######## frac_reduce_flat ########
frac_reduce_flat, met1 routing:
The bar under the picture is 20 µm long. Supply wires on this layer in gray.
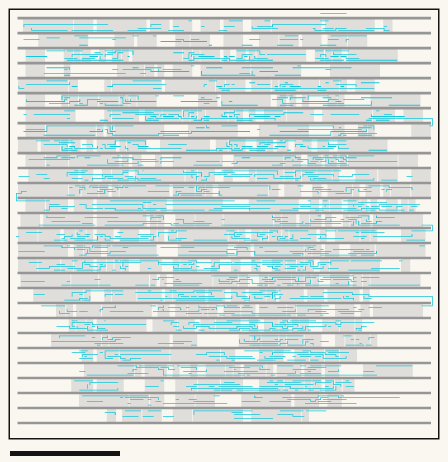

File: src/rtl/frac_reduce_if.sv
// Handshake bus for frac_reduce.
// Upstream side: in_valid/in_ready with num, den, gcd_in operands.
// Downstream side: out_valid/out_ready with num_red, den_red, div_err
// (and lcm_out when FRAC_REDUCE_LCM_EN is defined).
// master: the block's environment (drives operands, consumes results).
// slave:  the frac_reduce block itself.
interface frac_reduce_if;
  logic        in_valid;
  logic        in_ready;
  logic [7:0]  num;
  logic [7:0]  den;
  logic [7:0]  gcd_in;
  logic        out_valid;
  logic        out_ready;
  logic [7:0]  num_red;
  logic [7:0]  den_red;
  logic        div_err;
`ifdef FRAC_REDUCE_LCM_EN
  logic [15:0] lcm_out;

  modport master (
    output in_valid, num, den, gcd_in, out_ready,
    input  in_ready, out_valid, num_red, den_red, div_err, lcm_out
  );
  modport slave (
    input  in_valid, num, den, gcd_in, out_ready,
    output in_ready, out_valid, num_red, den_red, div_err, lcm_out
  );
`else
  modport master (
    output in_valid, num, den, gcd_in, out_ready,
    input  in_ready, out_valid, num_red, den_red, div_err
  );
  modport slave (
    input  in_valid, num, den, gcd_in, out_ready,
    output in_ready, out_valid, num_red, den_red, div_err
  );
`endif
endinterface

File: src/rtl/frac_reduce.sv
// frac_reduce: divides a numerator/denominator pair by a supplied gcd using
// a serial restoring divider (8 cycles per operand, MSB first).
// Optional feature macro: FRAC_REDUCE_LCM_EN adds a MUL state computing
// lcm_out = num_red * den with an 8-cycle shift-add multiplier.
// Ports:
//   clk   - clock, rising edge
//   rst_n - asynchronous active-low reset
//   bus   - frac_reduce_if.slave (operand and result handshakes)
module frac_reduce (
  input logic        clk,
  input logic        rst_n,
  frac_reduce_if.slave bus
);

`ifdef FRAC_REDUCE_LCM_EN
  typedef enum logic [2:0] {StIdle, StDivNum, StDivDen, StDone, StMul} state_e;
`else
  typedef enum logic [1:0] {StIdle, StDivNum, StDivDen, StDone} state_e;
`endif

  state_e      state_q, state_d;
  logic [2:0]  cnt_q, cnt_d;
  logic [8:0]  rem_q, rem_d;     // partial remainder; 9 bits holds the shifted trial
  logic [7:0]  dq_q, dq_d;       // dividend shifts out the top, quotient shifts in below
  logic [7:0]  gcd_q, gcd_d;
  logic [7:0]  den_op_q, den_op_d;
  logic [7:0]  numq_q, numq_d;
  logic        err_q, err_d;
  logic [7:0]  num_red_q, num_red_d;
  logic [7:0]  den_red_q, den_red_d;
  logic        div_err_q, div_err_d;
`ifdef FRAC_REDUCE_LCM_EN
  logic [7:0]  denq_q, denq_d;
  logic [15:0] mcand_q, mcand_d;
  logic [7:0]  mplier_q, mplier_d;
  logic [15:0] acc_q, acc_d;
  logic [15:0] acc_next;
  logic [15:0] lcm_q, lcm_d;
`endif

  logic        accept;
  logic [8:0]  trial;
  logic        qbit;
  logic [8:0]  rem_next;
  logic [7:0]  dq_next;

  assign accept = bus.in_valid && (state_q == StIdle);

  // One restoring-division step on the current working registers.
  always_comb begin
    trial    = {rem_q[7:0], dq_q[7]};
    qbit     = (trial >= {1'b0, gcd_q});
    rem_next = qbit ? (trial - {1'b0, gcd_q}) : trial;
    dq_next  = {dq_q[6:0], qbit};
  end

`ifdef FRAC_REDUCE_LCM_EN
  assign acc_next = acc_q + (mplier_q[0] ? mcand_q : 16'h0000);
`endif

  always_comb begin
    state_d   = state_q;
    cnt_d     = cnt_q;
    rem_d     = rem_q;
    dq_d      = dq_q;
    gcd_d     = gcd_q;
    den_op_d  = den_op_q;
    numq_d    = numq_q;
    err_d     = err_q;
    num_red_d = num_red_q;
    den_red_d = den_red_q;
    div_err_d = div_err_q;
`ifdef FRAC_REDUCE_LCM_EN
    denq_d    = denq_q;
    mcand_d   = mcand_q;
    mplier_d  = mplier_q;
    acc_d     = acc_q;
    lcm_d     = lcm_q;
`endif
    unique case (state_q)
      StIdle: begin
        if (accept) begin
          gcd_d    = bus.gcd_in;
          den_op_d = bus.den;
          if (bus.gcd_in == 8'd0) begin
            // Division by zero: pass operands through flagged as an error.
            num_red_d = bus.num;
            den_red_d = bus.den;
            div_err_d = 1'b1;
`ifdef FRAC_REDUCE_LCM_EN
            lcm_d     = 16'h0000;
`endif
            state_d   = StDone;
          end else begin
            dq_d    = bus.num;
            rem_d   = 9'd0;
            cnt_d   = 3'd0;
            state_d = StDivNum;
          end
        end
      end
      StDivNum: begin
        rem_d = rem_next;
        dq_d  = dq_next;
        cnt_d = cnt_q + 3'd1;
        if (cnt_q == 3'd7) begin
          numq_d  = dq_next;
          err_d   = (rem_next != 9'd0);
          dq_d    = den_op_q;
          rem_d   = 9'd0;
          state_d = StDivDen;
        end
      end
      StDivDen: begin
        rem_d = rem_next;
        dq_d  = dq_next;
        cnt_d = cnt_q + 3'd1;
        if (cnt_q == 3'd7) begin
`ifdef FRAC_REDUCE_LCM_EN
          denq_d   = dq_next;
          err_d    = err_q | (rem_next != 9'd0);
          mcand_d  = {8'h00, den_op_q};
          mplier_d = numq_q;
          acc_d    = 16'h0000;
          state_d  = StMul;
`else
          num_red_d = numq_q;
          den_red_d = dq_next;
          div_err_d = err_q | (rem_next != 9'd0);
          state_d   = StDone;
`endif
        end
      end
`ifdef FRAC_REDUCE_LCM_EN
      StMul: begin
        acc_d    = acc_next;
        mcand_d  = {mcand_q[14:0], 1'b0};
        mplier_d = {1'b0, mplier_q[7:1]};
        cnt_d    = cnt_q + 3'd1;
        if (cnt_q == 3'd7) begin
          num_red_d = numq_q;
          den_red_d = denq_q;
          div_err_d = err_q;
          lcm_d     = err_q ? 16'h0000 : acc_next;
          state_d   = StDone;
        end
      end
`endif
      StDone: begin
        if (bus.out_ready) state_d = StIdle;
      end
      default: state_d = StIdle;
    endcase
  end

  always_ff @(posedge clk or negedge rst_n) begin
    if (!rst_n) begin
      state_q   <= StIdle;
      cnt_q     <= 3'd0;
      rem_q     <= 9'd0;
      dq_q      <= 8'd0;
      gcd_q     <= 8'd0;
      den_op_q  <= 8'd0;
      numq_q    <= 8'd0;
      err_q     <= 1'b0;
      num_red_q <= 8'd0;
      den_red_q <= 8'd0;
      div_err_q <= 1'b0;
`ifdef FRAC_REDUCE_LCM_EN
      denq_q    <= 8'd0;
      mcand_q   <= 16'h0000;
      mplier_q  <= 8'd0;
      acc_q     <= 16'h0000;
      lcm_q     <= 16'h0000;
`endif
    end else begin
      state_q   <= state_d;
      cnt_q     <= cnt_d;
      rem_q     <= rem_d;
      dq_q      <= dq_d;
      gcd_q     <= gcd_d;
      den_op_q  <= den_op_d;
      numq_q    <= numq_d;
      err_q     <= err_d;
      num_red_q <= num_red_d;
      den_red_q <= den_red_d;
      div_err_q <= div_err_d;
`ifdef FRAC_REDUCE_LCM_EN
      denq_q    <= denq_d;
      mcand_q   <= mcand_d;
      mplier_q  <= mplier_d;
      acc_q     <= acc_d;
      lcm_q     <= lcm_d;
`endif
    end
  end

  assign bus.in_ready  = (state_q == StIdle);
  assign bus.out_valid = (state_q == StDone);
  assign bus.num_red   = num_red_q;
  assign bus.den_red   = den_red_q;
  assign bus.div_err   = div_err_q;
`ifdef FRAC_REDUCE_LCM_EN
  assign bus.lcm_out   = lcm_q;
`endif

endmodule

File: src/flat_wrapper.sv
// flat-port wrapper written by rule: the top's interface ports become plain ports
module frac_reduce_flat 
  (clk, rst_n, bus_in_valid, bus_num, bus_den, bus_gcd_in, bus_out_ready, bus_in_ready, bus_out_valid, bus_num_red, bus_den_red, bus_div_err);
  frac_reduce_if bus_i ();
  input logic clk;
  input logic rst_n;
  input wire logic [$bits(bus_i.in_valid)-1:0] bus_in_valid;
  input wire logic [$bits(bus_i.num)-1:0] bus_num;
  input wire logic [$bits(bus_i.den)-1:0] bus_den;
  input wire logic [$bits(bus_i.gcd_in)-1:0] bus_gcd_in;
  input wire logic [$bits(bus_i.out_ready)-1:0] bus_out_ready;
  output wire logic [$bits(bus_i.in_ready)-1:0] bus_in_ready;
  output wire logic [$bits(bus_i.out_valid)-1:0] bus_out_valid;
  output wire logic [$bits(bus_i.num_red)-1:0] bus_num_red;
  output wire logic [$bits(bus_i.den_red)-1:0] bus_den_red;
  output wire logic [$bits(bus_i.div_err)-1:0] bus_div_err;
  assign bus_i.in_valid = bus_in_valid;
  assign bus_i.num = bus_num;
  assign bus_i.den = bus_den;
  assign bus_i.gcd_in = bus_gcd_in;
  assign bus_i.out_ready = bus_out_ready;
  assign bus_in_ready = bus_i.in_ready;
  assign bus_out_valid = bus_i.out_valid;
  assign bus_num_red = bus_i.num_red;
  assign bus_den_red = bus_i.den_red;
  assign bus_div_err = bus_i.div_err;
  frac_reduce u_core (.clk(clk), .rst_n(rst_n), .bus(bus_i));
endmodule
File: config.mk
export PLATFORM = sky130hd
export DESIGN_NAME = frac_reduce_flat
export DESIGN_NICKNAME = d
export VERILOG_FILES = /design/src/rtl/frac_reduce_if.sv /design/src/rtl/frac_reduce.sv /design/src/flat_wrapper.sv
export SDC_FILE = /design/constraint.sdc
export NUM_CORES = 1
export LEC_CHECK = 0
export CORE_UTILIZATION = 59
export DETAILED_ROUTE_END_ITERATION = 8
export HOLD_SLACK_MARGIN = 0.05
export MAX_ROUTING_LAYER = met4
export PLACE_DENSITY = 0.85
export SLEW_MARGIN = 5
export SYNTH_ARGS = -nofsm -noshare
export SYNTH_HDL_FRONTEND = slang
export SYNTH_SLANG_ARGS = --single-unit
File: constraint.sdc
create_clock -name clk -period 4 [get_ports clk]
set_clock_uncertainty 0.2 [all_clocks]
set_input_delay 0.8 -clock clk [delete_from_list [all_inputs] [get_ports clk]]
set_output_delay 0.8 -clock clk [all_outputs]
set_load 0.01 [all_outputs]
######## pipeline_hazard_ctrl ########
**src/rtl/hazard_pkg.sv**
```systemverilog
// ============================================================================
// Module      : hazard_pkg
// Description : Shared types and constants for the pipeline hazard controller.
// Revision    : 1.0 - initial release
// ============================================================================
`default_nettype none

package hazard_pkg;

    localparam int REG_ADDR_W = 3;
    localparam int TMR_W      = 8;

    typedef enum logic [1:0] {
        RUN    = 2'd0,
        LSTALL = 2'd1,
        FLUSH  = 2'd2,
        MWAIT  = 2'd3
    } hz_state_e;

    // A bubble is an all-zero instruction word: no register write, no memory access.
    localparam logic [15:0]           NOP_INSTR    = 16'h0000;
    localparam logic [REG_ADDR_W-1:0] NOP_RD       = '0;
    localparam logic                  NOP_REGWRITE = 1'b0;
    localparam logic                  NOP_MEMREQ   = 1'b0;

endpackage

`default_nettype wire

```
**src/rtl/sat_counter16.sv**
```systemverilog
// ============================================================================
// Module      : sat_counter16
// Description : 16-bit counter with enable and clear; holds at all-ones.
// Revision    : 1.0 - initial release
// ============================================================================
`default_nettype none

module sat_counter16 (
    input  logic        clk_i,
    input  logic        rst_i,
    input  logic        en_i,
    input  logic        clr_i,
    output logic [15:0] cnt_o
);

    logic [15:0] cnt_q;
    logic [15:0] cnt_d;

    always_comb begin
        cnt_d = cnt_q;
        if (clr_i) begin
            cnt_d = '0;
        end else if (en_i && (cnt_q != 16'hFFFF)) begin
            cnt_d = cnt_q + 16'd1;
        end
    end

    always_ff @(posedge clk_i) begin
        if (rst_i) begin
            cnt_q <= '0;
        end else begin
            cnt_q <= cnt_d;
        end
    end

    assign cnt_o = cnt_q;

endmodule

`default_nettype wire

```
**src/rtl/pipeline_hazard_ctrl.sv**
```systemverilog
// ============================================================================
// Module      : pipeline_hazard_ctrl
// Description : Stall / bubble / flush sequencer for the 3-stage pipeline.
// Revision    : 1.0 - initial release
// ============================================================================
`default_nettype none

module pipeline_hazard_ctrl
    import hazard_pkg::*;
#(
    parameter int FLUSH_CYCLES      = 1,
    parameter int LOAD_STALL_CYCLES = 1,
    parameter int MEM_TIMEOUT       = 15
) (
    input  logic                  clk_i,
    input  logic                  rst_i,
    input  logic [REG_ADDR_W-1:0] id_rs_addr_i,
    input  logic                  id_rs_read_i,
    input  logic [REG_ADDR_W-1:0] em_write_addr_i,
    input  logic                  em_memread_i,
    input  logic                  em_regwrite_i,
    input  logic                  em_branch_taken_i,
    input  logic                  em_mem_req_i,
    input  logic                  mem_ready_i,
    input  logic                  stat_clr_i,
    output logic                  pc_en_o,
    output logic                  ifid_en_o,
    output logic                  ifid_flush_o,
    output logic                  idem_bubble_o,
    output logic                  emwb_en_o,
    output logic                  mem_timeout_o,
    output logic [1:0]            state_o,
    output logic [15:0]           stall_cnt_o
);

    localparam logic [TMR_W-1:0] FLUSH_INIT = TMR_W'(FLUSH_CYCLES - 1);
    localparam logic [TMR_W-1:0] LOAD_INIT  = TMR_W'(LOAD_STALL_CYCLES - 1);
    localparam logic [TMR_W-1:0] TO_LAST    = TMR_W'(MEM_TIMEOUT - 1);
    localparam logic             TO_IMM     = (MEM_TIMEOUT == 1);

    hz_state_e        state_q, state_d;
    logic [TMR_W-1:0] cnt_q, cnt_d;
    logic             w_mem_wait;
    logic             w_load_haz;
    logic [15:0]      w_stall_cnt;

    assign w_mem_wait = em_mem_req_i & ~mem_ready_i;
    assign w_load_haz = id_rs_read_i & em_memread_i & em_regwrite_i &
                        (em_write_addr_i == id_rs_addr_i);

    always_ff @(posedge clk_i) begin
        if (rst_i) begin
            state_q <= RUN;
            cnt_q   <= '0;
        end else begin
            state_q <= state_d;
            cnt_q   <= cnt_d;
        end
    end

    // The RUN/LSTALL cycle that detects a memory wait is itself wait cycle 1.
    always_comb begin
        state_d = state_q;
        cnt_d   = cnt_q;
        case (state_q)
            RUN: begin
                if (w_mem_wait) begin
                    if (!TO_IMM) begin
                        state_d = MWAIT;
                        cnt_d   = TMR_W'(1);
                    end
                end else if (em_branch_taken_i) begin
                    if (FLUSH_CYCLES > 1) begin
                        state_d = FLUSH;
                        cnt_d   = FLUSH_INIT;
                    end
                end else if (w_load_haz) begin
                    if (LOAD_STALL_CYCLES > 1) begin
                        state_d = LSTALL;
                        cnt_d   = LOAD_INIT;
                    end
                end
            end
            LSTALL: begin
                if (w_mem_wait) begin
                    state_d = TO_IMM ? RUN : MWAIT;
                    cnt_d   = TO_IMM ? '0 : TMR_W'(1);
                end else begin
                    cnt_d = cnt_q - TMR_W'(1);
                    if (cnt_q == TMR_W'(1)) state_d = RUN;
                end
            end
            FLUSH: begin
                cnt_d = cnt_q - TMR_W'(1);
                if (cnt_q == TMR_W'(1)) state_d = RUN;
            end
            MWAIT: begin
                if (mem_ready_i || (cnt_q == TO_LAST)) begin
                    state_d = RUN;
                    cnt_d   = '0;
                end else begin
                    cnt_d = cnt_q + TMR_W'(1);
                end
            end
            default: begin
                state_d = RUN;
                cnt_d   = '0;
            end
        endcase
    end

    always_comb begin
        pc_en_o       = 1'b1;
        ifid_en_o     = 1'b1;
        emwb_en_o     = 1'b1;
        ifid_flush_o  = 1'b0;
        idem_bubble_o = 1'b0;
        mem_timeout_o = 1'b0;
        if (!rst_i) begin
            case (state_q)
                RUN, LSTALL: begin
                    if (w_mem_wait) begin
                        if (TO_IMM) begin
                            mem_timeout_o = 1'b1;
                        end else begin
                            pc_en_o   = 1'b0;
                            ifid_en_o = 1'b0;
                            emwb_en_o = 1'b0;
                        end
                    end else if ((state_q == RUN) && em_branch_taken_i) begin
                        ifid_flush_o  = 1'b1;
                        idem_bubble_o = 1'b1;
                    end else if ((state_q == LSTALL) || w_load_haz) begin
                        pc_en_o       = 1'b0;
                        ifid_en_o     = 1'b0;
                        idem_bubble_o = 1'b1;
                    end
                end
                FLUSH: begin
                    ifid_flush_o  = 1'b1;
                    idem_bubble_o = 1'b1;
                end
                MWAIT: begin
                    if (!mem_ready_i) begin
                        if (cnt_q == TO_LAST) begin
                            mem_timeout_o = 1'b1;
                        end else begin
                            pc_en_o   = 1'b0;
                            ifid_en_o = 1'b0;
                            emwb_en_o = 1'b0;
                        end
                    end
                end
                default: ;
            endcase
        end
    end

    sat_counter16 u_stall_cnt (
        .clk_i (clk_i),
        .rst_i (rst_i),
        .en_i  (~pc_en_o),
        .clr_i (stat_clr_i),
        .cnt_o (w_stall_cnt)
    );

    assign state_o     = rst_i ? RUN : state_q;
    assign stall_cnt_o = rst_i ? 16'h0000 : w_stall_cnt;

endmodule

`default_nettype wire
```
**config.mk**
```make
export PLATFORM = sky130hd
export DESIGN_NAME = pipeline_hazard_ctrl
export DESIGN_NICKNAME = d
export VERILOG_FILES = /design/src/rtl/hazard_pkg.sv /design/src/rtl/sat_counter16.sv /design/src/rtl/pipeline_hazard_ctrl.sv
export SDC_FILE = /design/constraint.sdc
export NUM_CORES = 1
export LEC_CHECK = 0
export CORE_ASPECT_RATIO = 2
export CORE_MARGIN = 2
export CORE_UTILIZATION = 50
export CTS_CLUSTER_SIZE = 20
export DETAILED_ROUTE_END_ITERATION = 6
export PLACE_DENSITY = 0.8
export SLEW_MARGIN = 25
export SYNTH_ARGS = -nofsm -noshare
export SYNTH_HDL_FRONTEND = slang
export SYNTH_SLANG_ARGS = --single-unit
```
**constraint.sdc**
```tcl
create_clock -name clk_i -period 2.9 [get_ports clk_i]
set_input_delay 0.87 -clock clk_i [delete_from_list [all_inputs] [get_ports clk_i]]
set_output_delay 0.87 -clock clk_i [all_outputs]
set_load 0.01 [all_outputs]
```
######## kmac_msg_loader ########
## config.mk

```make
export PLATFORM = sky130hd
export DESIGN_NAME = kmac_msg_loader
export DESIGN_NICKNAME = d
export VERILOG_FILES = /design/src/rtl/kmac_pkg.sv /design/src/rtl/kmac_msg_loader.sv
export SDC_FILE = /design/constraint.sdc
export NUM_CORES = 2
export LEC_CHECK = 0
export ABC_CLOCK_PERIOD_IN_PS = 4200
export CELL_PAD_IN_SITES_DETAIL_PLACEMENT = 1
export CELL_PAD_IN_SITES_GLOBAL_PLACEMENT = 2
export CORE_AREA = 2 2 744 746
export CTS_BUF_LIST = sky130_fd_sc_hd__clkbuf_2
export DETAILED_ROUTE_END_ITERATION = 8
export DIE_AREA = 0 0 746 748
export HOLD_SLACK_MARGIN = 0.12
export PLACE_DENSITY_LB_ADDON = 0.1
export SKIP_CTS_REPAIR_TIMING = 1
export SYNTH_ARGS = -nofsm -noshare
export SYNTH_HDL_FRONTEND = slang
export SYNTH_SLANG_ARGS = --single-unit
export TNS_END_PERCENT = 100
```

## constraint.sdc

```tcl
create_clock -name clk -period 4.2 [get_ports clk]
set_clock_uncertainty 0.2 [all_clocks]
set_input_delay 0.84 -clock clk [delete_from_list [all_inputs] [get_ports clk]]
set_output_delay 0.84 -clock clk [all_outputs]
set_load 0.05 [all_outputs]
```

## src/rtl/kmac_pkg.sv

```systemverilog
// Shared KMAC definitions: loader FSM states and default block/key geometry.
// Used by the message loader and the KMAC core.
package kmac_pkg;

  localparam int unsigned RATE_BITS_DEFAULT = 1088;
  localparam int unsigned KEY_BITS_DEFAULT  = 128;
  localparam int unsigned MAC_BITS          = 256;

  typedef enum logic [2:0] {
    IDLE,
    FILL,
    LAUNCH,
    WAIT_MAC,
    HOLD
  } kmac_state_e;

endpackage

```

## src/rtl/kmac_msg_loader.sv

```systemverilog
// Packs a byte stream into one rate-sized block, launches the KMAC core and
// holds the resulting MAC until the consumer takes it.
module kmac_msg_loader
  import kmac_pkg::*;
#(
  parameter int unsigned RATE_BITS = RATE_BITS_DEFAULT,
  parameter int unsigned KEY_BITS  = KEY_BITS_DEFAULT
) (
  input  logic                 clk,
  input  logic                 rst_n,
  input  logic [7:0]           s_data,
  input  logic                 s_valid,
  input  logic                 s_last,
  output logic                 s_ready,
  input  logic [KEY_BITS-1:0]  key_in,
  output logic [RATE_BITS-1:0] msg_block,
  output logic [15:0]          msg_bit_len,
  output logic [KEY_BITS-1:0]  key,
  output logic                 start,
  input  logic                 mac_done,
  input  logic [MAC_BITS-1:0]  mac_in,
  output logic [MAC_BITS-1:0]  mac_result,
  output logic                 mac_valid,
  input  logic                 mac_ready,
  output logic                 len_overflow
);

  localparam int unsigned RATE_BYTES = RATE_BITS / 8;
  localparam int unsigned CNT_W      = $clog2(RATE_BYTES + 1);

  kmac_state_e          state_q, state_d;
  logic [CNT_W-1:0]     count_q, count_d;
  logic [RATE_BITS-1:0] msg_block_q, msg_block_d;
  logic [15:0]          msg_bit_len_q, msg_bit_len_d;
  logic [KEY_BITS-1:0]  key_q, key_d;
  logic [MAC_BITS-1:0]  mac_result_q, mac_result_d;
  logic                 len_overflow_q, len_overflow_d;

  logic             transfer;
  logic [CNT_W-1:0] count_inc;
  logic             block_full;

  assign s_ready    = (state_q == IDLE) || (state_q == FILL);
  assign transfer   = s_valid && s_ready;
  assign count_inc  = count_q + CNT_W'(1);
  assign block_full = (count_inc == CNT_W'(RATE_BYTES));

  always_comb begin
    state_d        = state_q;
    count_d        = count_q;
    msg_block_d    = msg_block_q;
    msg_bit_len_d  = msg_bit_len_q;
    key_d          = key_q;
    mac_result_d   = mac_result_q;
    len_overflow_d = len_overflow_q;

    unique case (state_q)
      IDLE: begin
        if (transfer) begin
          key_d          = key_in;
          len_overflow_d = block_full && !s_last;
          msg_block_d    = '0;
          msg_block_d[7:0] = s_data;
          count_d        = CNT_W'(1);
          msg_bit_len_d  = 16'({count_inc, 3'b000});
          state_d        = (s_last || block_full) ? LAUNCH : FILL;
        end
      end
      FILL: begin
        if (transfer) begin
          msg_block_d[{count_q, 3'b000} +: 8] = s_data;
          count_d        = count_inc;
          msg_bit_len_d  = 16'({count_inc, 3'b000});
          // A full block without s_last truncates the message; flag it.
          len_overflow_d = block_full && !s_last;
          if (s_last || block_full) begin
            state_d = LAUNCH;
          end
        end
      end
      LAUNCH: begin
        state_d = WAIT_MAC;
      end
      WAIT_MAC: begin
        if (mac_done) begin
          mac_result_d = mac_in;
          state_d      = HOLD;
        end
      end
      HOLD: begin
        if (mac_ready) begin
          msg_block_d = '0;
          count_d     = '0;
          state_d     = IDLE;
        end
      end
      default: state_d = IDLE;
    endcase
  end

  always_ff @(posedge clk or negedge rst_n) begin
    if (!rst_n) begin
      state_q        <= IDLE;
      count_q        <= '0;
      msg_block_q    <= '0;
      msg_bit_len_q  <= '0;
      key_q          <= '0;
      mac_result_q   <= '0;
      len_overflow_q <= 1'b0;
    end else begin
      state_q        <= state_d;
      count_q        <= count_d;
      msg_block_q    <= msg_block_d;
      msg_bit_len_q  <= msg_bit_len_d;
      key_q          <= key_d;
      mac_result_q   <= mac_result_d;
      len_overflow_q <= len_overflow_d;
    end
  end

  assign msg_block    = msg_block_q;
  assign msg_bit_len  = msg_bit_len_q;
  assign key          = key_q;
  assign mac_result   = mac_result_q;
  assign len_overflow = len_overflow_q;
  assign start        = (state_q == LAUNCH);
  assign mac_valid    = (state_q == HOLD);

endmodule

```

######## mod_range_counter_flat ########
## src/rtl/counter_pkg.sv

```systemverilog
// Shared defaults and the direction encoding for the timekeeping counter stages.
package counter_pkg;

    localparam int unsigned CNT_W_DEF = 4;
    localparam int unsigned HOUR_MIN  = 1;
    localparam int unsigned HOUR_MAX  = 12;
    localparam int unsigned MIN_MAX   = 59;

    typedef enum logic {
        DIR_DOWN = 1'b0,
        DIR_UP   = 1'b1
    } dir_e;

endpackage : counter_pkg

```

## src/rtl/mod_range_counter_if.sv

```systemverilog
// Command/status bundle of one modulo counter stage; master drives commands.
interface mod_range_counter_if
    import counter_pkg::*;
#(
    parameter int unsigned WIDTH = CNT_W_DEF
);

    logic             clr;
    logic             enable;
    logic             up;
    logic             load;
    logic [WIDTH-1:0] load_val;
    logic [WIDTH-1:0] q;
    logic             tc;
    logic             wrapped;
    logic             load_err;
    logic             pm;

    modport master (
        output clr, enable, up, load, load_val,
        input  q, tc, wrapped, load_err, pm
    );

    modport slave (
        input  clr, enable, up, load, load_val,
        output q, tc, wrapped, load_err, pm
    );

endinterface : mod_range_counter_if

```

## src/rtl/mod_range_next.sv

```systemverilog
// Combinational next-count, wrap, load range check and terminal count.
module mod_range_next
    import counter_pkg::*;
#(
    parameter int unsigned WIDTH   = CNT_W_DEF,
    parameter int unsigned MIN_VAL = HOUR_MIN,
    parameter int unsigned MAX_VAL = HOUR_MAX
) (
    input  logic [WIDTH-1:0] q,
    input  logic             up,
    input  logic             enable,
    input  logic             load,
    input  logic [WIDTH-1:0] load_val,
    input  logic             clr,
    output logic [WIDTH-1:0] next_q,
    output logic             wrap,
    output logic             range_err,
    output logic             tc
);

    localparam logic [WIDTH-1:0] MIN_Q  = WIDTH'(MIN_VAL);
    localparam logic [WIDTH-1:0] MAX_Q  = WIDTH'(MAX_VAL);
    localparam logic [WIDTH-1:0] SPAN_Q = WIDTH'(MAX_VAL - MIN_VAL);

    dir_e             dir;
    logic [WIDTH-1:0] load_ofs;
    logic             load_ok;
    logic             at_max;
    logic             at_min;

    assign dir    = dir_e'(up);
    assign at_max = (q == MAX_Q);
    assign at_min = (q == MIN_Q);

    // Offset compare: values below MIN wrap to a large offset, so one test covers both bounds
    assign load_ofs = load_val - MIN_Q;
    assign load_ok  = (load_ofs <= SPAN_Q);

    assign tc = enable & ~clr & ~load &
                (((dir == DIR_UP) & at_max) | ((dir == DIR_DOWN) & at_min));

    // Priority clr > load > enable > hold
    always_comb begin
        next_q    = q;
        wrap      = 1'b0;
        range_err = 1'b0;
        if (clr) begin
            next_q = MIN_Q;
        end else if (load) begin
            if (load_ok) begin
                next_q = load_val;
            end else begin
                next_q    = MIN_Q;
                range_err = 1'b1;
            end
        end else if (enable) begin
            if (dir == DIR_UP) begin
                if (at_max) begin
                    next_q = MIN_Q;
                    wrap   = 1'b1;
                end else begin
                    next_q = q + WIDTH'(1);
                end
            end else begin
                if (at_min) begin
                    next_q = MAX_Q;
                    wrap   = 1'b1;
                end else begin
                    next_q = q - WIDTH'(1);
                end
            end
        end
    end

endmodule : mod_range_next

```

## src/rtl/mod_range_counter.sv

```systemverilog
// Modulo counter over [MIN_VAL, MAX_VAL] with cascade tc; the pm half-cycle
// flag is built only when PM_FLAG_EN is defined.
module mod_range_counter
    import counter_pkg::*;
#(
    parameter int unsigned WIDTH   = CNT_W_DEF,
    parameter int unsigned MIN_VAL = HOUR_MIN,
    parameter int unsigned MAX_VAL = HOUR_MAX
) (
    input  logic               clk,
    input  logic               reset_n,
    mod_range_counter_if.slave bus
);

    localparam logic [WIDTH-1:0] MIN_Q = WIDTH'(MIN_VAL);

    if (!((MIN_VAL < MAX_VAL) && (MAX_VAL <= ((2 ** WIDTH) - 1)))) begin : g_bad_range
        $error("mod_range_counter: need MIN_VAL < MAX_VAL <= 2**WIDTH-1");
    end

    logic [WIDTH-1:0] q_r;
    logic             wrapped_r;
    logic             load_err_r;
    logic [WIDTH-1:0] next_q;
    logic             wrap;
    logic             range_err;

    mod_range_next #(
        .WIDTH   (WIDTH),
        .MIN_VAL (MIN_VAL),
        .MAX_VAL (MAX_VAL)
    ) u_next (
        .q         (q_r),
        .up        (bus.up),
        .enable    (bus.enable),
        .load      (bus.load),
        .load_val  (bus.load_val),
        .clr       (bus.clr),
        .next_q    (next_q),
        .wrap      (wrap),
        .range_err (range_err),
        .tc        (bus.tc)
    );

    // wrap/range_err are already zero outside their cycles, so the flags are pulses
    always_ff @(posedge clk or negedge reset_n) begin
        if (!reset_n) begin
            q_r        <= MIN_Q;
            wrapped_r  <= 1'b0;
            load_err_r <= 1'b0;
        end else begin
            q_r        <= next_q;
            wrapped_r  <= wrap;
            load_err_r <= range_err;
        end
    end

    assign bus.q        = q_r;
    assign bus.wrapped  = wrapped_r;
    assign bus.load_err = load_err_r;

`ifdef PM_FLAG_EN
    localparam logic [WIDTH-1:0] MAX_Q    = WIDTH'(MAX_VAL);
    localparam logic [WIDTH-1:0] MAX_M1_Q = WIDTH'(MAX_VAL - 1);

    logic pm_r;
    logic pm_tog;

    // Toggle on crossing the MAX-1 <-> MAX boundary in either direction
    assign pm_tog = bus.enable & ~bus.clr & ~bus.load &
                    ((bus.up & (q_r == MAX_M1_Q)) | (~bus.up & (q_r == MAX_Q)));

    always_ff @(posedge clk or negedge reset_n) begin
        if (!reset_n) begin
            pm_r <= 1'b0;
        end else if (bus.clr) begin
            pm_r <= 1'b0;
        end else if (pm_tog) begin
            pm_r <= ~pm_r;
        end
    end

    assign bus.pm = pm_r;
`else
    assign bus.pm = 1'b0;
`endif

endmodule : mod_range_counter

```

## src/flat_wrapper.sv

```systemverilog
// flat-port wrapper written by rule: the top's interface ports become plain ports
module mod_range_counter_flat import counter_pkg::*;
#(
    parameter int unsigned WIDTH   = CNT_W_DEF,
    parameter int unsigned MIN_VAL = HOUR_MIN,
    parameter int unsigned MAX_VAL = HOUR_MAX
)
  (clk, reset_n, bus_clr, bus_enable, bus_up, bus_load, bus_load_val, bus_q, bus_tc, bus_wrapped, bus_load_err, bus_pm);
  mod_range_counter_if #(.WIDTH(WIDTH)) bus_i ();
  input  logic clk;
  input  logic reset_n;
  input wire logic [$bits(bus_i.clr)-1:0] bus_clr;
  input wire logic [$bits(bus_i.enable)-1:0] bus_enable;
  input wire logic [$bits(bus_i.up)-1:0] bus_up;
  input wire logic [$bits(bus_i.load)-1:0] bus_load;
  input wire logic [$bits(bus_i.load_val)-1:0] bus_load_val;
  output wire logic [$bits(bus_i.q)-1:0] bus_q;
  output wire logic [$bits(bus_i.tc)-1:0] bus_tc;
  output wire logic [$bits(bus_i.wrapped)-1:0] bus_wrapped;
  output wire logic [$bits(bus_i.load_err)-1:0] bus_load_err;
  output wire logic [$bits(bus_i.pm)-1:0] bus_pm;
  assign bus_i.clr = bus_clr;
  assign bus_i.enable = bus_enable;
  assign bus_i.up = bus_up;
  assign bus_i.load = bus_load;
  assign bus_i.load_val = bus_load_val;
  assign bus_q = bus_i.q;
  assign bus_tc = bus_i.tc;
  assign bus_wrapped = bus_i.wrapped;
  assign bus_load_err = bus_i.load_err;
  assign bus_pm = bus_i.pm;
  mod_range_counter #(.WIDTH(WIDTH), .MIN_VAL(MIN_VAL), .MAX_VAL(MAX_VAL)) u_core (.clk(clk), .reset_n(reset_n), .bus(bus_i));
endmodule
```

## config.mk

```make
export PLATFORM = sky130hd
export DESIGN_NAME = mod_range_counter_flat
export DESIGN_NICKNAME = d
export VERILOG_FILES = /design/src/rtl/counter_pkg.sv /design/src/rtl/mod_range_counter_if.sv /design/src/rtl/mod_range_next.sv /design/src/rtl/mod_range_counter.sv /design/src/flat_wrapper.sv
export SDC_FILE = /design/constraint.sdc
export NUM_CORES = 1
export LEC_CHECK = 0
export ABC_AREA = 0
export CAP_MARGIN = 20
export CORE_MARGIN = 1
export CORE_UTILIZATION = 39
export DETAILED_ROUTE_END_ITERATION = 10
export PLACE_DENSITY = 0.76
export SYNTH_ARGS = -nofsm -noshare
export SYNTH_HDL_FRONTEND = slang
export SYNTH_SLANG_ARGS = --single-unit
export TNS_END_PERCENT = 30
```

## constraint.sdc

```tcl
create_clock -name clk -period 1.51 [get_ports clk]
set_input_delay 0.302 -clock clk [delete_from_list [all_inputs] [get_ports clk]]
set_output_delay 0.302 -clock clk [all_outputs]
set_load 0.005 [all_outputs]
```


## Gallery

Placed cells, one color a class.
Plate I
The bar under the picture is 20 µm long.
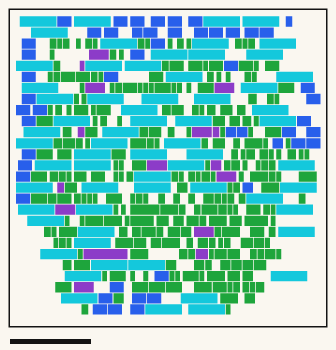
Plate II
The bar under the picture is 10 µm long.
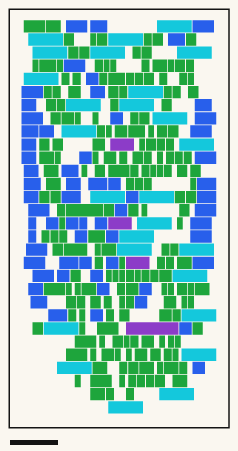
Plate III
The bar under the picture is 10 µm long.
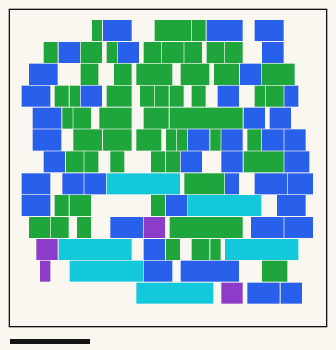
Plate IV
The bar under the picture is 200 µm long.
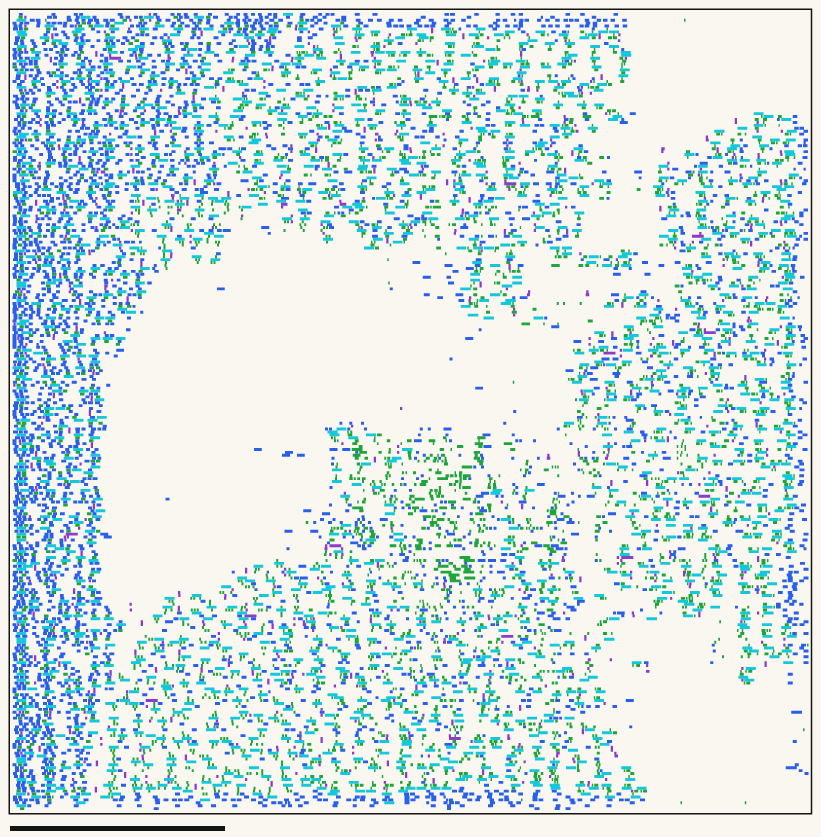
The one with the most cells is Plate IV.
- Plate IV = kmac_msg_loader
- Plate I = frac_reduce_flat
- Plate III = mod_range_counter_flat
- Plate II = pipeline_hazard_ctrl

mod_range_counter_flat, gate families picked out:
The bar under the picture is 10 µm long.
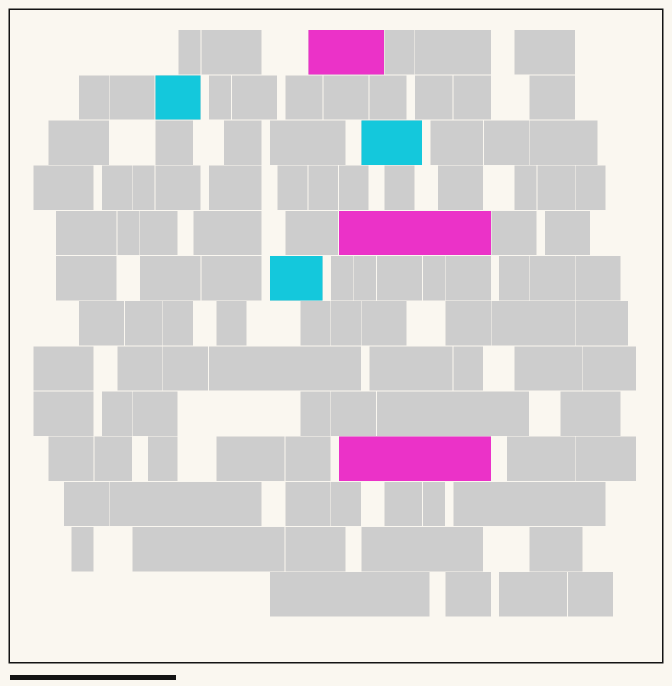
color	family	cells
magenta	adder and majority cells	3
cyan	AND-OR and OR-AND gates	3
non-filler instance count after layout: 122
Comb area share: 40.62%
dominant logic cell type in the layout: buf_4

==> results.yml, mod_range_counter_flat <==
# implementation run metrics
final_layout:
  drive_gt1_share_pct: 42.06
  seq_cells: 6
  seq_share_pct: 15.55
  area_share_nonclk_buffers_pct: 37.53
  inv_count: 4
  clockBufferCount: 4
pwr:
  fin_total_pwr_uw: 634.4
clock_tree:
  clk_pin_slew_worst_paths_ns: 0.05
  clk_latency_ns: 0.25
placed_design:
  dpl.hpwl_um: 1259
detailed_routing:
  avgViaCountPerCell: 5.459
  vias: 666
  drt_iter0_drc: 8
  wl_met2_um: 967
hold_path:
  hold_class: "in -> async"
sta:
  finalSetupViolations: 4
  timing.fmax_ghz: 0.5740
  whs_ns: 0.3030
  drv_slew: 0
  setup_slack_ns: -0.2321
synthesis:
  syn_inst: 65
  synth.top_cell.area_share_pct: 23.09
  ys_area_um2: 541.8
  ys_cells: 65
setup_path:
  crit_chain: "ha_4 > nand2b_4 > nor2_4 > nand2_2 > a21oi_2 > buf_2"
die:
  ios: 18
  fp-row-count: 13
global_route:
  grt_overflow: 0
status:
  violations: "negative setup slack"
  status: "finished with violations"
## mod_range_counter_flat: cells by family after synthesis
group / Yosys count / synth area share (%)
mux: 1 / 1.848
fa+ha+maj: 3 / 6.929
other cells: 1 / 0.6922
xor+xnor: 1 / 1.617
compound gates: 22 / 25.64
flops: 6 / 27.95
simple gates: 24 / 27.72
buf+inv: 7 / 7.619
## mod_range_counter_flat: state kept, by name, indices dropped and copies added (netlist names)
register and flops:
u_core.bus.load_err 1, u_core.bus.q 4, u_core.bus.wrapped 1
## mod_range_counter_flat: cell usage in the layout (no fill, tap or decap), types with 2 or more instances in the layout
cell type / n
nor3_1: 2
dlygate4sd2_1: 2
clkbuf_4: 3
nand4_1: 2
buf_4: 20
clkdlybuf4s50_1: 11
a21oi_2: 2
nand3_1: 2
a21oi_1: 6
nand2b_1: 2
inv_2: 2
buf_6: 4
dfrtp_1: 5
nand2_1: 2
buf_2: 2
nand2b_4: 2
o21ai_0: 4
a31oi_1: 2
nor2_1: 3
ha_4: 2
## mod_range_counter_flat: power breakdown
part / internal (mW) / switching, mW / leakage [nW]
clock network: 0.100 / 0.0628 / 0.0150
logic: 0.164 / 0.126 / 0.349
registers: 0.173 / 0.00855 / 0.0778
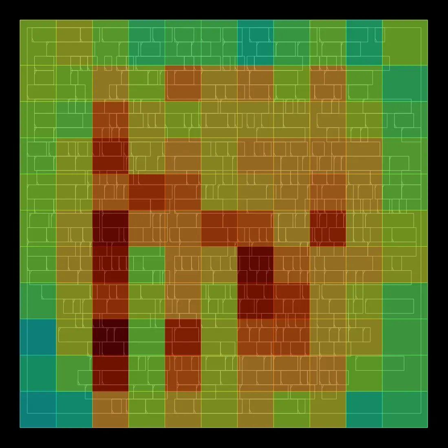
frac_reduce_flat: routing congestion map
M2 GR Usage: 43.19%
total track usage: 28.64%
met3 Usage GRT: 5.059%
final core occ: 74.19%
Top Usage Layer GRT: met2

Notes on 'met1 routing' of frac_reduce_flat above:
main direction	horizontal
longest straight run	35.9 µm
share of all routed wire	45%
wire length on this layer	3380 µm
DR vias: 2753
WL final: 7550 µm
met1 Use GR: 37.84%

==> results.yml, frac_reduce_flat <==
# implementation run metrics
sta:
  fin_crit_ns: 2.938
  whs_ns: 0.2874
clock_tree:
  cts_tree: "done"
setup_path:
  worst-r2r-setup-slack_ns: 1.29
  r2r_cells: 7
  startpoint_type: "primary input"
  critPathMaxStageDelay_ns: 0.54
  crit_buf_inv: 2
  r2r-end: "u_core.dq_q[0]"
final_layout:
  area_growth_syn_to_layout_pct: 21.06
pwr:
  pwr-share-seq_pct: 31.4
  leakage_nw: 1.845
  p_switching_mw: 1.439
  powerDensity_nw_per_um2: 849.0
synthesis:
  yosysWarningCount: 0
  topCombFamilyByArea: "AND-OR/OR-AND gates"
  yosysMostFrequentCell: "dfrtp_1"
run:
  drv_cap: 0
detailed_routing:
  drt_iter0_drc: 277
status:
  status: "finished, final reports clean"
[frac_reduce_flat: placed cells by master (no fill, tap or decap), drive strengths merged, types with 2 or more instances in the layout]
master         instances
o31ai                  2
xnor2                  3
clkdlybuf4s50         45
dfrtp                 63
a211oi                 3
nand2                 51
or2                    2
a221oi                 8
clkinv                 5
a21o                   2
and2                   2
nand2b                 5
a21oi                 28
clkbuf                10
mux2                  17
mux2i                 18
o21a                   2
o21ai                 29
nand3                  4
ha                    14
buf                    6
or3                    2
nor3                   4
a31oi                  2
and3                   9
and4                   2
inv                   13
or4                    4
nor2                  28
[frac_reduce_flat: per-stage QoR]
step | setup WS, ns | total power [mW] | instance area [µm²]
finish | 1.062 | 3.468 | 4085
global route | 0.9697 | 3.722 | 4085
CTS | 1.089 | 3.461 | 4085
detailed placement | 0.7263 | 2.917 | 3896
global placement | 0.7891 | 2.857 | 3896
floorplan | 1.600 | 2.346 | 3374
[frac_reduce_flat: final cells by class]
class | count | area [µm²]
clock buffers | 10 | 127.6
inverters | 14 | 52.55
fillers | 373 | 1421
well taps | 72 | 90.09
flip-flops and latches | 63 | 1577
repair buffers | 51 | 493.0
multi-input cells | 254 | 1684
clock inverters | 6 | 61.31
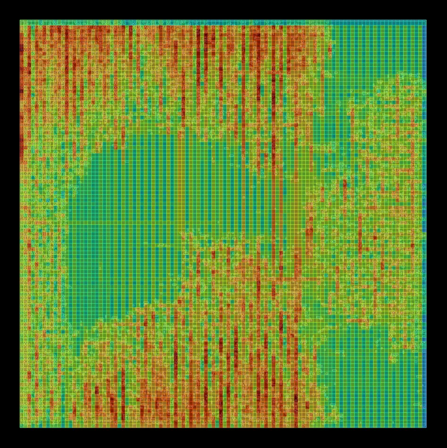
kmac_msg_loader: routing congestion map
drt wl/cell: 29.53 µm
met3 Usage GRT: 6.107%
met1 Use GR: 16.85%
M2 GR Usage: 32.02%
total track usage: 16.77%

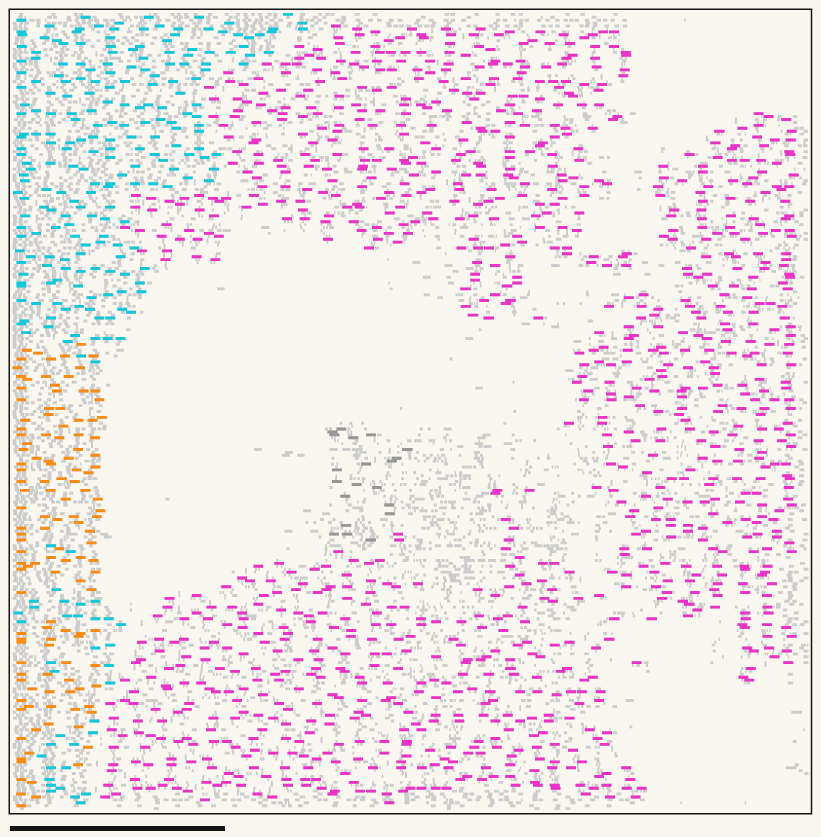
kmac_msg_loader: register map, names as in the netlist
The bar under the picture is 200 µm long. Other sequential cells in the stronger gray, the rest of the logic in the fainter gray.
color	name in the netlist	placed flops
orange	key	128
magenta	msg_block	1088
cyan	mac_result	256
not colored	20
final core occ: 20.78%
Storage cell area: 37390 µm²
power in sequential cells: 17.7 mW

==> results.yml, kmac_msg_loader <==
# implementation run metrics
synthesis:
  netlist_top_cells_area: "dfrtp_1, mux2i_1, mux2_2"
  syn_avg_cell_area_um2: 11.81
pwr:
  pwr-share-seq_pct: 27.3
  clkPwrFrac_pct: 21.8
  powerDensity_nw_per_um2: 566.0
  p_switching_mw: 31.54
sta:
  timing.fmax_ghz: 0.2396
  rsz0062_at_grt: "true"
detailed_routing:
  drt_wl_total_um: 492700
  drt_iter0_drc: 2339
status:
  status: "finished, final reports clean"
hold_path:
  min_from: "msg_bit_len[7]"
final_layout:
  layout_top_cells: "dfrtp_1, dlygate4sd3_1, dlymetal6s2s_1"
  fin_cells: 16688
clock_tree:
  cts_root_buf: "clkbuf_2"
  clk_pin_slew_worst_paths_ns: 0.10
placed_design:
  dpl.hpwl_um: 371100
kmac_msg_loader: metal layers:
metal / wire length [µm] / GRT usage (%) / vias up
met1: 177300 / 16.85 / 30858
met5: 775 / 0 / -
met2: 261800 / 32.02 / 1966
met3: 31680 / 6.107 / 775
li1: - / - / 26429
met4: 21160 / 4.994 / 116
kmac_msg_loader: area by class of cell:
type | instances | area [µm²] | share of cell area (%)
inverters | 22 | 85.08 | 0.07436
clock inverters | 89 | 848.3 | 0.7414
diodes | 85 | 212.7 | 0.1859
well taps | 7287 | 9117 | 7.969
clock buffers | 786 | 3934 | 3.438
flip-flops and latches | 1492 | 37390 | 32.68
multi-input cells | 3391 | 24550 | 21.45
repair buffers | 3536 | 38280 | 33.46
kmac_msg_loader: flip-flops by register name, summed over array words and instances, names as in the netlist:
name and flops:
key 128, msg_block 1088, state_q 3, len_overflow 1
mac_result 256, msg_bit_len 8, count_q 8
kmac_msg_loader: power by group through the flow:
stage	combinational, mW	sequential, mW	clock [mW]
after floorplan	7.51	24.8	0
after global placement	29.9	17.9	0
after detailed placement	30.0	17.9	0
after CTS	30.0	17.7	15.2
after global routing	34.5	18.0	15.9
final	33.0	17.7	14.1
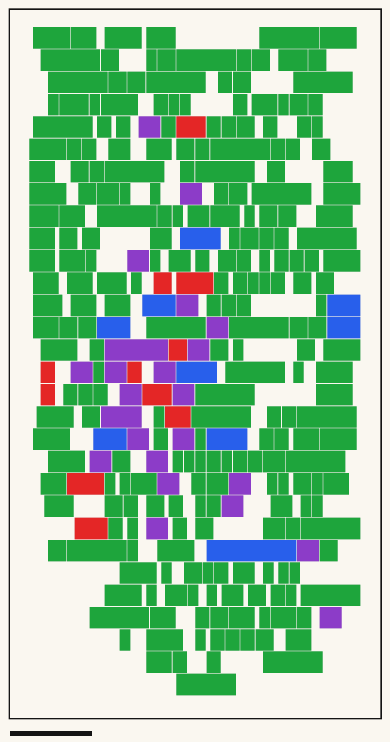
pipeline_hazard_ctrl: drive-strength map
The bar under the picture is 10 µm long.
color	size	cells	share
blue	drive 6 and up	9	3.1%
red	drive 2	11	3.8%
purple	drive 3 to 4	23	8.0%
green	drive 1 or less	243	85%
Non-clk bufs: 62
cell area after layout: 2364 µm²
Area Growth Syn to Fin: 39.41%
Worst Slack Setup Final: 0.04403 ns

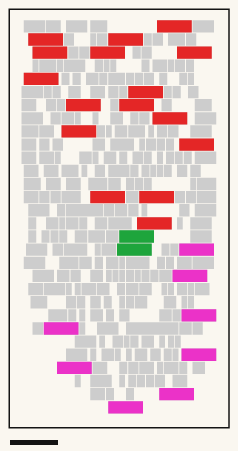
pipeline_hazard_ctrl: register map, names as in the netlist
The bar under the picture is 10 µm long. Other cells in gray.
color	name in the netlist	placed flops
green	state_q	2
red	u_stall_cnt.cnt_o	16
magenta	cnt_q	8
final core occ: 71.55%
flop share of the area: 22.02%

==> results.yml, pipeline_hazard_ctrl <==
# implementation run metrics
status:
  status: "finished, final reports clean"
sta:
  hold_violations: 0
placed_design:
  place_inst: 312
global_route:
  grt_pass1_wl_um: 7383
final_layout:
  area_share_nonclk_buffers_pct: 24.93
  fillCellCount: 274
  antenna_cells: 0
run:
  drv_cap: 0
synthesis:
  top_cells_by_count: "nor2_1, dfxtp_1, a21oi_1"
  synth.top_cell.area_share_pct: 30.70
  synth_seq_share_pct: 30.70
detailed_routing:
  avgViaCountPerCell: 5.981
  drtAntennaViolNets: 0
die:
  fp-row-count: 30
  fp.dieH_um: 86.35
clock_tree:
  clk_latency_ns: 0.28
  h-tree-depth: 1
  post_cts_buffers: 1
setup_path:
  r2r_cells: 8
  r2r-end: "u_stall_cnt.cnt_o[1]"
pwr:
  powerDensity_nw_per_um2: 415.7
## pipeline_hazard_ctrl: flip-flops by register name, indices dropped and copies added (netlist names)
register	count
u_stall_cnt.cnt_o	16
cnt_q	8
state_q	2
## pipeline_hazard_ctrl: per-layer routing
metal | vias up | wire length [µm] | global-route usage, % | part of all wire, %
li1 | 952 | - | - | -
met1 | 868 | 1834 | 30.75 | 41
met2 | 73 | 2315 | 40.00 | 52
met3 | 9 | 238 | 1.875 | 5.3
met4 | 0 | 79 | 10.43 | 1.8
met5 | - | 0 | 0 | 0
## pipeline_hazard_ctrl: metrics by stage
stage | setup TNS, ns | cell area (µm²) | utilization (%)
detailed placement | -7.248 | 2228 | 67.46
global route | -0.04683 | 2364 | 71.55
global placement | -6.433 | 2228 | 67.46
CTS | -0.07304 | 2297 | 69.55
floorplan | 0 | 1695 | -
finish | 0 | 2364 | 71.55
## pipeline_hazard_ctrl: where the power goes
group          internal (mW)  switching [mW]  total [mW]
Combinational          0.129           0.143       0.272
Clock                  0.185           0.123       0.308
Sequential             0.376          0.0271       0.403

Power is estimated from default activity; no workload was simulated.
